######## design 1 ########
**Design 1: clock routing**

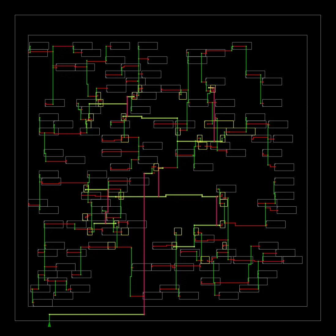

File: src/rtl/instruction_fetch_if.sv
// rtl/instruction_fetch_if.sv - fetch stage bus: imem port, hazard/redirect inputs, IF/ID outputs
interface instruction_fetch_if #(
    parameter int N = 32
);
    logic         stall;
    logic         branch_taken;
    logic [N-1:0] branch_target;
    logic [N-1:0] imem_address;
    logic [N-1:0] imem_instruction;
    logic [N-1:0] if_id_instruction;
    logic [N-1:0] if_id_pc_plus4;
    logic         if_id_valid;
    logic         halted;
    logic [15:0]  fetch_count;

    modport master (
        input  stall, branch_taken, branch_target, imem_instruction,
        output imem_address, if_id_instruction, if_id_pc_plus4, if_id_valid,
               halted, fetch_count
    );

    modport slave (
        output stall, branch_taken, branch_target, imem_instruction,
        input  imem_address, if_id_instruction, if_id_pc_plus4, if_id_valid,
               halted, fetch_count
    );
endinterface

File: src/rtl/instruction_fetch.sv
// rtl/instruction_fetch.sv - PC, local jump resolution, redirect/stall/halt handling, IF/ID register
module instruction_fetch #(
    parameter int           N         = 32,
    parameter logic [N-1:0] RESET_PC  = '0,
    parameter logic [N-1:0] HALT_WORD = 32'h0000_0021
) (
    input  logic              clk,
    input  logic              rst,
    instruction_fetch_if.master bus
);
    typedef enum logic {RUN, HALTED} state_t;

    state_t       state;
    logic [N-1:0] pc;
    logic [N-1:0] pc_plus4;
    logic         is_jump;

    assign pc_plus4         = pc + N'(4);
    assign is_jump          = (bus.imem_instruction[N-1:N-6] == 6'b000010);
    assign bus.imem_address = pc;

    always_ff @(posedge clk) begin
        if (rst) begin
            state                 <= RUN;
            pc                    <= RESET_PC;
            bus.if_id_instruction <= '0;
            bus.if_id_pc_plus4    <= '0;
            bus.if_id_valid       <= 1'b0;
            bus.halted            <= 1'b0;
            bus.fetch_count       <= '0;
        end else if (bus.branch_taken) begin
            // Redirect beats stall: the wrong-path word in IF/ID is discarded.
            pc              <= {bus.branch_target[N-1:2], 2'b00};
            bus.if_id_valid <= 1'b0;
            state           <= RUN;
            bus.halted      <= 1'b0;
        end else if (bus.stall) begin
            pc <= pc;
        end else if (state == HALTED) begin
            bus.if_id_valid <= 1'b0;
        end else if (is_jump) begin
            // Jump consumed here; it never reaches decode.
            pc              <= {pc_plus4[N-1:28], bus.imem_instruction[25:0], 2'b00};
            bus.if_id_valid <= 1'b0;
        end else if (bus.imem_instruction == HALT_WORD) begin
            bus.if_id_instruction <= bus.imem_instruction;
            bus.if_id_pc_plus4    <= pc_plus4;
            bus.if_id_valid       <= 1'b1;
            bus.fetch_count       <= bus.fetch_count + 16'd1;
            state                 <= HALTED;
            bus.halted            <= 1'b1;
        end else begin
            bus.if_id_instruction <= bus.imem_instruction;
            bus.if_id_pc_plus4    <= pc_plus4;
            bus.if_id_valid       <= 1'b1;
            bus.fetch_count       <= bus.fetch_count + 16'd1;
            pc                    <= pc_plus4;
        end
    end
endmodule

File: src/flat_wrapper.sv
// flat-port wrapper written by rule: the top's interface ports become plain ports
module instruction_fetch_flat 
#(
    parameter int           N         = 32,
    parameter logic [N-1:0] RESET_PC  = '0,
    parameter logic [N-1:0] HALT_WORD = 32'h0000_0021
)
  (clk, rst, bus_stall, bus_branch_taken, bus_branch_target, bus_imem_instruction, bus_imem_address, bus_if_id_instruction, bus_if_id_pc_plus4, bus_if_id_valid, bus_halted, bus_fetch_count);
  instruction_fetch_if #(.N(N)) bus_i ();
  input  logic clk;
  input  logic rst;
  input wire logic [$bits(bus_i.stall)-1:0] bus_stall;
  input wire logic [$bits(bus_i.branch_taken)-1:0] bus_branch_taken;
  input wire logic [$bits(bus_i.branch_target)-1:0] bus_branch_target;
  input wire logic [$bits(bus_i.imem_instruction)-1:0] bus_imem_instruction;
  output wire logic [$bits(bus_i.imem_address)-1:0] bus_imem_address;
  output wire logic [$bits(bus_i.if_id_instruction)-1:0] bus_if_id_instruction;
  output wire logic [$bits(bus_i.if_id_pc_plus4)-1:0] bus_if_id_pc_plus4;
  output wire logic [$bits(bus_i.if_id_valid)-1:0] bus_if_id_valid;
  output wire logic [$bits(bus_i.halted)-1:0] bus_halted;
  output wire logic [$bits(bus_i.fetch_count)-1:0] bus_fetch_count;
  assign bus_i.stall = bus_stall;
  assign bus_i.branch_taken = bus_branch_taken;
  assign bus_i.branch_target = bus_branch_target;
  assign bus_i.imem_instruction = bus_imem_instruction;
  assign bus_imem_address = bus_i.imem_address;
  assign bus_if_id_instruction = bus_i.if_id_instruction;
  assign bus_if_id_pc_plus4 = bus_i.if_id_pc_plus4;
  assign bus_if_id_valid = bus_i.if_id_valid;
  assign bus_halted = bus_i.halted;
  assign bus_fetch_count = bus_i.fetch_count;
  instruction_fetch #(.N(N), .RESET_PC(RESET_PC), .HALT_WORD(HALT_WORD)) u_core (.clk(clk), .rst(rst), .bus(bus_i));
endmodule
File: config.mk
export PLATFORM = sky130hd
export DESIGN_NAME = instruction_fetch_flat
export DESIGN_NICKNAME = d
export VERILOG_FILES = /design/src/rtl/instruction_fetch_if.sv /design/src/rtl/instruction_fetch.sv /design/src/flat_wrapper.sv
export SDC_FILE = /design/constraint.sdc
export NUM_CORES = 1
export LEC_CHECK = 0
export ABC_AREA = 1
export CORE_MARGIN = 5
export CORE_UTILIZATION = 50
export CTS_BUF_LIST = sky130_fd_sc_hd__clkbuf_2
export CTS_CLUSTER_DIAMETER = 60
export CTS_CLUSTER_SIZE = 28
export DETAILED_ROUTE_END_ITERATION = 12
export PLACE_DENSITY = 0.86
export SKIP_LAST_GASP = 1
export SYNTH_ARGS = -nofsm -noshare
export SYNTH_HDL_FRONTEND = slang
export SYNTH_SLANG_ARGS = --single-unit
File: constraint.sdc
create_clock -name clk -period 2.8 [get_ports clk]
set_input_delay 0.56 -clock clk [delete_from_list [all_inputs] [get_ports clk]]
set_output_delay 0.56 -clock clk [all_outputs]
set_load 0.02 [all_outputs]
######## design 2 ########
$ cat src/rtl/pcileech_com_tx_arbiter.sv
// Packet-granular round-robin arbiter in front of the FT601 TX word stream.
// A grant is held from first word to 'last'; a grant whose source stalls mid-packet is released.
//
// state | meaning
// IDLE  | no grant held; picks the next requester round-robin (one bubble per packet)
// BUSY  | grant locked to one source until its last word is accepted or the timer expires

module pcileech_com_tx_arbiter #(
  parameter int N_SRC          = 3,
  parameter int TIMEOUT_CYCLES = 1024
) (
  input  logic                 clk,
  input  logic                 rst_n,
  input  logic [32*N_SRC-1:0]  src_data,
  input  logic [N_SRC-1:0]     src_last,
  input  logic [N_SRC-1:0]     src_valid,
  output logic [N_SRC-1:0]     src_ready,
  output logic [31:0]          dout,
  output logic [1:0]           dout_tag,
  output logic                 dout_last,
  output logic                 dout_valid,
  input  logic                 dout_ready,
  output logic                 abort_pulse,
  output logic [15:0]          abort_count
);

  localparam int TW = $clog2(TIMEOUT_CYCLES);
  localparam logic [TW-1:0] TIMER_LOAD = TW'(TIMEOUT_CYCLES - 1);

  typedef enum logic {
    IDLE = 1'b0,
    BUSY = 1'b1
  } state_t;

  state_t         state_q, state_d;
  logic [1:0]     grant_q, grant_d;
  logic [1:0]     rr_ptr_q, rr_ptr_d;
  logic [TW-1:0]  timer_q, timer_d;
  logic [31:0]    dout_q, dout_d;
  logic [1:0]     dout_tag_q, dout_tag_d;
  logic           dout_last_q, dout_last_d;
  logic           dout_valid_q, dout_valid_d;
  logic           abort_q, abort_d;
  logic [15:0]    abort_count_q, abort_count_d;

  // Requester vectors padded to the full 2-bit index space so grant can index them directly.
  logic [3:0]        valid_pad;
  logic [3:0]        last_pad;
  logic [3:0][31:0]  data_pad;
  logic [3:0]        ready_pad;

  logic [2:0]  cand;
  logic [1:0]  pick;
  logic        any_valid;
  logic [1:0]  next_ptr;
  logic        accept;

  always_comb begin
    valid_pad              = '0;
    last_pad               = '0;
    data_pad               = '0;
    valid_pad[N_SRC-1:0]   = src_valid;
    last_pad[N_SRC-1:0]    = src_last;
    data_pad[N_SRC-1:0]    = src_data;
  end

  // Walk offsets from farthest to nearest so the first valid source after rr_ptr wins.
  always_comb begin
    pick      = rr_ptr_q;
    any_valid = 1'b0;
    cand      = '0;
    for (int k = N_SRC - 1; k >= 0; k--) begin
      cand = {1'b0, rr_ptr_q} + 3'(k);
      if (cand >= 3'(N_SRC)) cand = cand - 3'(N_SRC);
      if (valid_pad[cand[1:0]]) begin
        pick      = cand[1:0];
        any_valid = 1'b1;
      end
    end
  end

  assign next_ptr = (grant_q == 2'(N_SRC - 1)) ? 2'd0 : grant_q + 2'd1;

  // State register
  always_ff @(posedge clk) begin
    if (!rst_n) begin
      state_q       <= IDLE;
      grant_q       <= '0;
      rr_ptr_q      <= '0;
      timer_q       <= '0;
      dout_q        <= '0;
      dout_tag_q    <= '0;
      dout_last_q   <= 1'b0;
      dout_valid_q  <= 1'b0;
      abort_q       <= 1'b0;
      abort_count_q <= '0;
    end else begin
      state_q       <= state_d;
      grant_q       <= grant_d;
      rr_ptr_q      <= rr_ptr_d;
      timer_q       <= timer_d;
      dout_q        <= dout_d;
      dout_tag_q    <= dout_tag_d;
      dout_last_q   <= dout_last_d;
      dout_valid_q  <= dout_valid_d;
      abort_q       <= abort_d;
      abort_count_q <= abort_count_d;
    end
  end

  // Next-state logic
  always_comb begin
    state_d       = state_q;
    grant_d       = grant_q;
    rr_ptr_d      = rr_ptr_q;
    timer_d       = timer_q;
    abort_d       = 1'b0;
    abort_count_d = abort_count_q;
    case (state_q)
      IDLE: begin
        if (any_valid) begin
          grant_d = pick;
          timer_d = TIMER_LOAD;
          state_d = BUSY;
        end
      end
      BUSY: begin
        if (accept) begin
          timer_d = TIMER_LOAD;
          if (last_pad[grant_q]) begin
            state_d  = IDLE;
            rr_ptr_d = next_ptr;
          end
        end else if (!valid_pad[grant_q]) begin
          // Only an absent word counts toward the timeout; backpressure never does.
          if (timer_q == '0) begin
            abort_d  = 1'b1;
            state_d  = IDLE;
            rr_ptr_d = next_ptr;
            if (abort_count_q != 16'hFFFF) abort_count_d = abort_count_q + 16'd1;
          end else begin
            timer_d = timer_q - 1'b1;
          end
        end
      end
      default: state_d = IDLE;
    endcase
  end

  // Output logic: handshake and output register
  always_comb begin
    ready_pad = '0;
    if (rst_n && state_q == BUSY) ready_pad[grant_q] = ~dout_valid_q | dout_ready;
    src_ready = ready_pad[N_SRC-1:0];
    accept    = (state_q == BUSY) && valid_pad[grant_q] && ready_pad[grant_q];

    dout_d       = dout_q;
    dout_tag_d   = dout_tag_q;
    dout_last_d  = dout_last_q;
    dout_valid_d = dout_valid_q;
    if (accept) begin
      dout_d       = data_pad[grant_q];
      dout_tag_d   = grant_q;
      dout_last_d  = last_pad[grant_q];
      dout_valid_d = 1'b1;
    end else if (dout_ready) begin
      dout_valid_d = 1'b0;
    end
  end

  assign dout        = dout_q;
  assign dout_tag    = dout_tag_q;
  assign dout_last   = dout_last_q;
  assign dout_valid  = dout_valid_q;
  assign abort_pulse = abort_q;
  assign abort_count = abort_count_q;

  a_grant_range: assert property (@(posedge clk) disable iff (!rst_n)
    {1'b0, grant_q} < 3'(N_SRC));

  a_hold_stall: assert property (@(posedge clk) disable iff (!rst_n)
    (dout_valid_q && !dout_ready) |=>
      (!rst_n || (dout_valid_q && $stable({dout_q, dout_tag_q, dout_last_q}))));

endmodule
$ cat config.mk
export PLATFORM = sky130hd
export DESIGN_NAME = pcileech_com_tx_arbiter
export DESIGN_NICKNAME = d
export VERILOG_FILES = /design/src/rtl/pcileech_com_tx_arbiter.sv
export SDC_FILE = /design/constraint.sdc
export NUM_CORES = 1
export LEC_CHECK = 0
export CAP_MARGIN = 20
export CELL_PAD_IN_SITES_DETAIL_PLACEMENT = 1
export CELL_PAD_IN_SITES_GLOBAL_PLACEMENT = 1
export CORE_MARGIN = 4
export CORE_UTILIZATION = 28
export DETAILED_ROUTE_END_ITERATION = 10
export HOLD_SLACK_MARGIN = 0.05
export PLACE_DENSITY_LB_ADDON = 0.15
export SYNTH_ARGS = -nofsm -noshare
export SYNTH_HDL_FRONTEND = slang
export SYNTH_SLANG_ARGS = --single-unit
$ cat constraint.sdc
create_clock -name clk -period 1.9 [get_ports clk]
set_input_delay 0.285 -clock clk [delete_from_list [all_inputs] [get_ports clk]]
set_output_delay 0.285 -clock clk [all_outputs]
set_load 0.1 [all_outputs]
**Design 1: signal wires on met2**

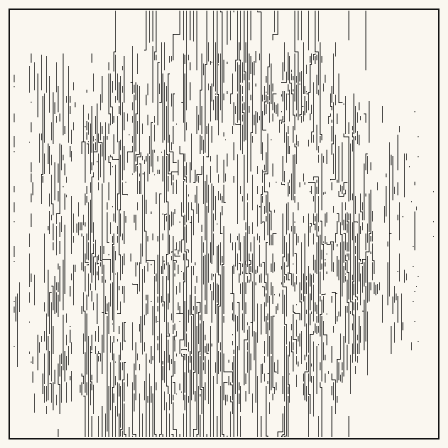
wire length on this layer: 8290 µm
main direction: vertical
nets with wire on the layer: 863
share of all routed wire: 46%
longest straight run: 46.7 µm
M2 GR Usage: 0.4306
vias post-DR: 6238
final wirelength: 18.08 mm

## Picture notes: 'clock routing' of design 1
Layout Skew: 29.42 ps
CTS Buf Count: 17
clk pwr: 1080 µW
flop count: 115
Sink Count: 115

==> impl_metrics.py, design 1 <==
# Generated from Yosys and OpenROAD reports
metrics = {
    "timing": {
        "fmax_mhz": 419.9,
        "setup-tns-final_ps": 0,
    },
    "layout": {
        "buf_share": 0.2448,
        "drive_gt1_frac": 0.06043,
        "final_cell_mix": "nand2_1 (217), clkdlybuf4s50_1 (179), nor2_1 (137), dfxtp_1 (115), inv_1 (87)",
        "clock_tree_area_fraction": 0.02952,
        "diodes": 1,
        "logic_area_um2": 2828,
        "final_cells": 1200,
    },
    "worst_setup_path": {
        "cp_max_fo": 7,
        "arrival_ps": 1820,
        "setup.worst_path.start": "u_core.bus.imem_address[16]",
        "rr_worst_depth": 10,
        "cp_data_required_time_ps": 2240,
        "crit_chain": "clkdlybuf4s50_1",
        "critical_path_buf_inv_count": 1,
    },
    "clock_tree": {
        "cts_root_buf": "clkbuf_2",
        "postCtsSetupBuffers": 0,
        "cts_hold_buf": 0,
        "post_cts_resize_count": 0,
        "path_clk_slew_ps": 200,
    },
    "detailed_routing": {
        "route.met2.wl_mm": 8.285,
        "drc_errors": 0,
        "wl_met1_mm": 7.694,
        "ant_nets": 0,
    },
    "logic_synthesis": {
        "synthArstFlopShare": 0,
        "synth.area.top_cells": "dfxtp_1 (41%), nand2_1 (14%), nor2_1 (9.1%)",
        "fp_nets": 943,
        "yosysWarnings": 0,
        "edf_count": 0,
        "ys.flops": 115,
    },
    "global_route": {
        "grt_usage": 0.2682,
        "top_usage_layer": "met2",
        "use_met1": 0.3453,
        "gr-total-overflow": 0,
    },
    "power_and_ir_drop": {
        "pwr-share-clk": 0.304,
        "pg_seq_uw": 1790,
    },
    "worst_hold_path": {
        "whs_path_depth": 3,
        "hold_start": "bus_imem_instruction[29]",
    },
    "placement": {
        "pre_cts_ws_ps": 177.0,
    },
    "status": {
        "status": "completed",
    },
}
## design 1: kinds of logic after synthesis
logic type      after synthesis  synth area share
compound gates              170            0.1569
buf+inv                     133           0.09512
flops                       115            0.4061
xor+xnor                      7           0.01081
fa+ha+maj                     2          0.004413
simple gates                446            0.3266
## design 1: tightest hold or removal path, cell delays in order
cell             delay [ps]
clkdlybuf4s50_1         390
inv_1                    80
a21oi_1                  60
**Design 2: the metal 1 layer**

The bar under the picture is 50 µm long. Supply wires on this layer in grey.
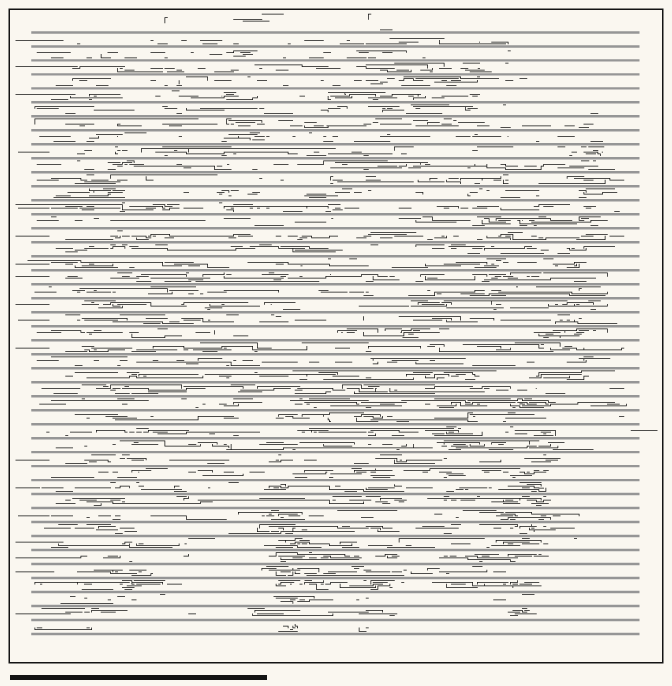
nets with wire on the layer: 688
longest straight run: 39.6 µm
met1 usage: 0.2069
vias post-DR: 4342

==> impl_metrics.py, design 2 <==
# Generated from Yosys and OpenROAD reports
metrics = {
    "logic_synthesis": {
        "synth_cell_types": 60,
        "ys_seq_share": 0.3447,
        "synth.avg_cell_area_um2": 8.142,
        "synth_top_cell_by_count": "nor2_1",
        "ff_type": "dfxtp_1",
        "synthDominantCellAreaShare": 0.3447,
    },
    "global_route": {
        "gr-total-overflow": 0,
        "grt_pass1_vias": 4815,
    },
    "layout": {
        "ff_count": 68,
        "buf_share": 0.3134,
        "final_cell_area_um2": 6563,
        "n_all_inverters": 12,
        "logic_area_um2": 2530,
    },
    "detailed_routing": {
        "drt_first_pass_iters": 4,
        "post_drt_via_cell_ratio": 5.025,
        "met3_length_mm": 1.086,
        "drt-initial-drc-count": 119,
        "wl_met1_mm": 5.970,
    },
    "worst_setup_path": {
        "r2r-start": "grant_q[0]",
        "cp.depth": 4,
        "endpoint_kind": "output port",
        "setup.worst_path.start": "grant_q[0]",
        "cp_max_fo": 19,
        "cp-start-kind": "register",
    },
    "timing": {
        "period_used_share": 0.9614,
        "slew_headroom": 0.6840,
    },
    "placement": {
        "pre_cts_ws_ps": -319.2,
        "io_buffer_count": 160,
        "dpl.hpwl_mm": 11.83,
    },
    "clock_tree": {
        "cts.sinks": 68,
        "htreeDepth": 3,
        "clockBufferDepth": 2,
        "numCtsBuffers": 9,
    },
    "status": {
        "status": "completed",
    },
    "worst_hold_path": {
        "hold_class": "primary input to register",
    },
    "die": {
        "die_y_um": 126.8,
    },
}
## design 2: power by group
| group | leakage (µW) | switching, µW | total, µW | internal, µW |
|---|---|---|---|---|
| clock network | 0.000137 | 634 | 1640 | 1000 |
| logic | 0.00183 | 1440 | 2370 | 931 |
| registers | 0.000570 | 145 | 1700 | 1560 |
## design 2: state kept, by name, summed over array words and instances, names as in the netlist
signal / cells
abort_count: 16
rr_ptr_q: 2
state_q: 1
dout_valid: 1
grant_q: 2
dout: 32
timer_q: 10
dout_last: 1
abort_pulse: 1
dout_tag: 2


==> gallery <==
M3 wires.
panel A
The bar under the picture is 20 µm long. Cells faint in the background.
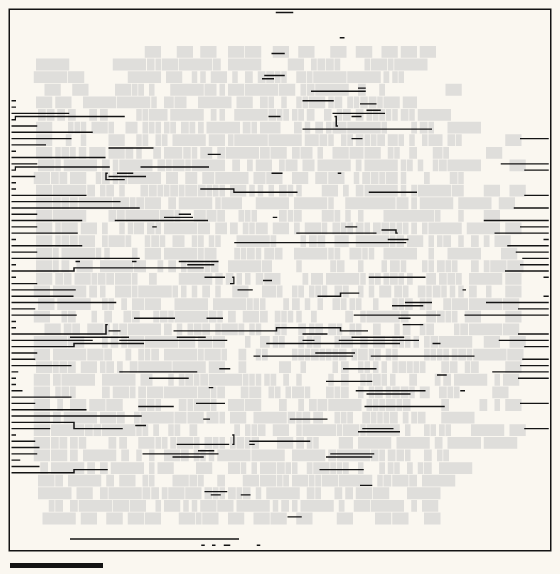
panel B
The bar under the picture is 50 µm long. Cells faint in the background.
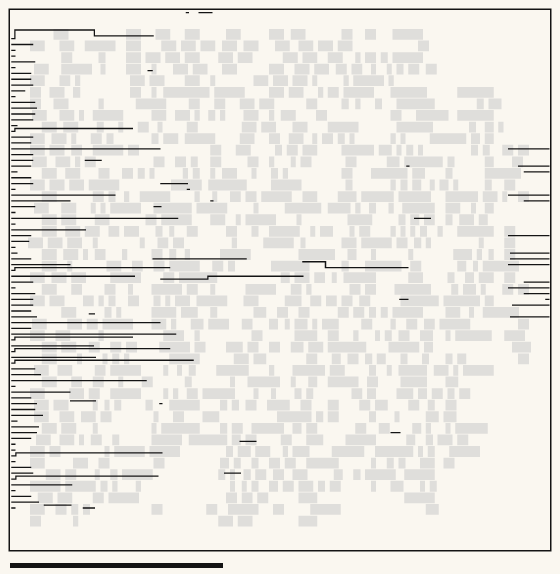
Panel A comes from design 1.
Panel B comes from design 2.

Key to panel B:
wire length on this layer: 1090 µm
nets with wire on the layer: 107
longest straight run: 41.9 µm

Power is estimated from default activity; no workload was simulated.
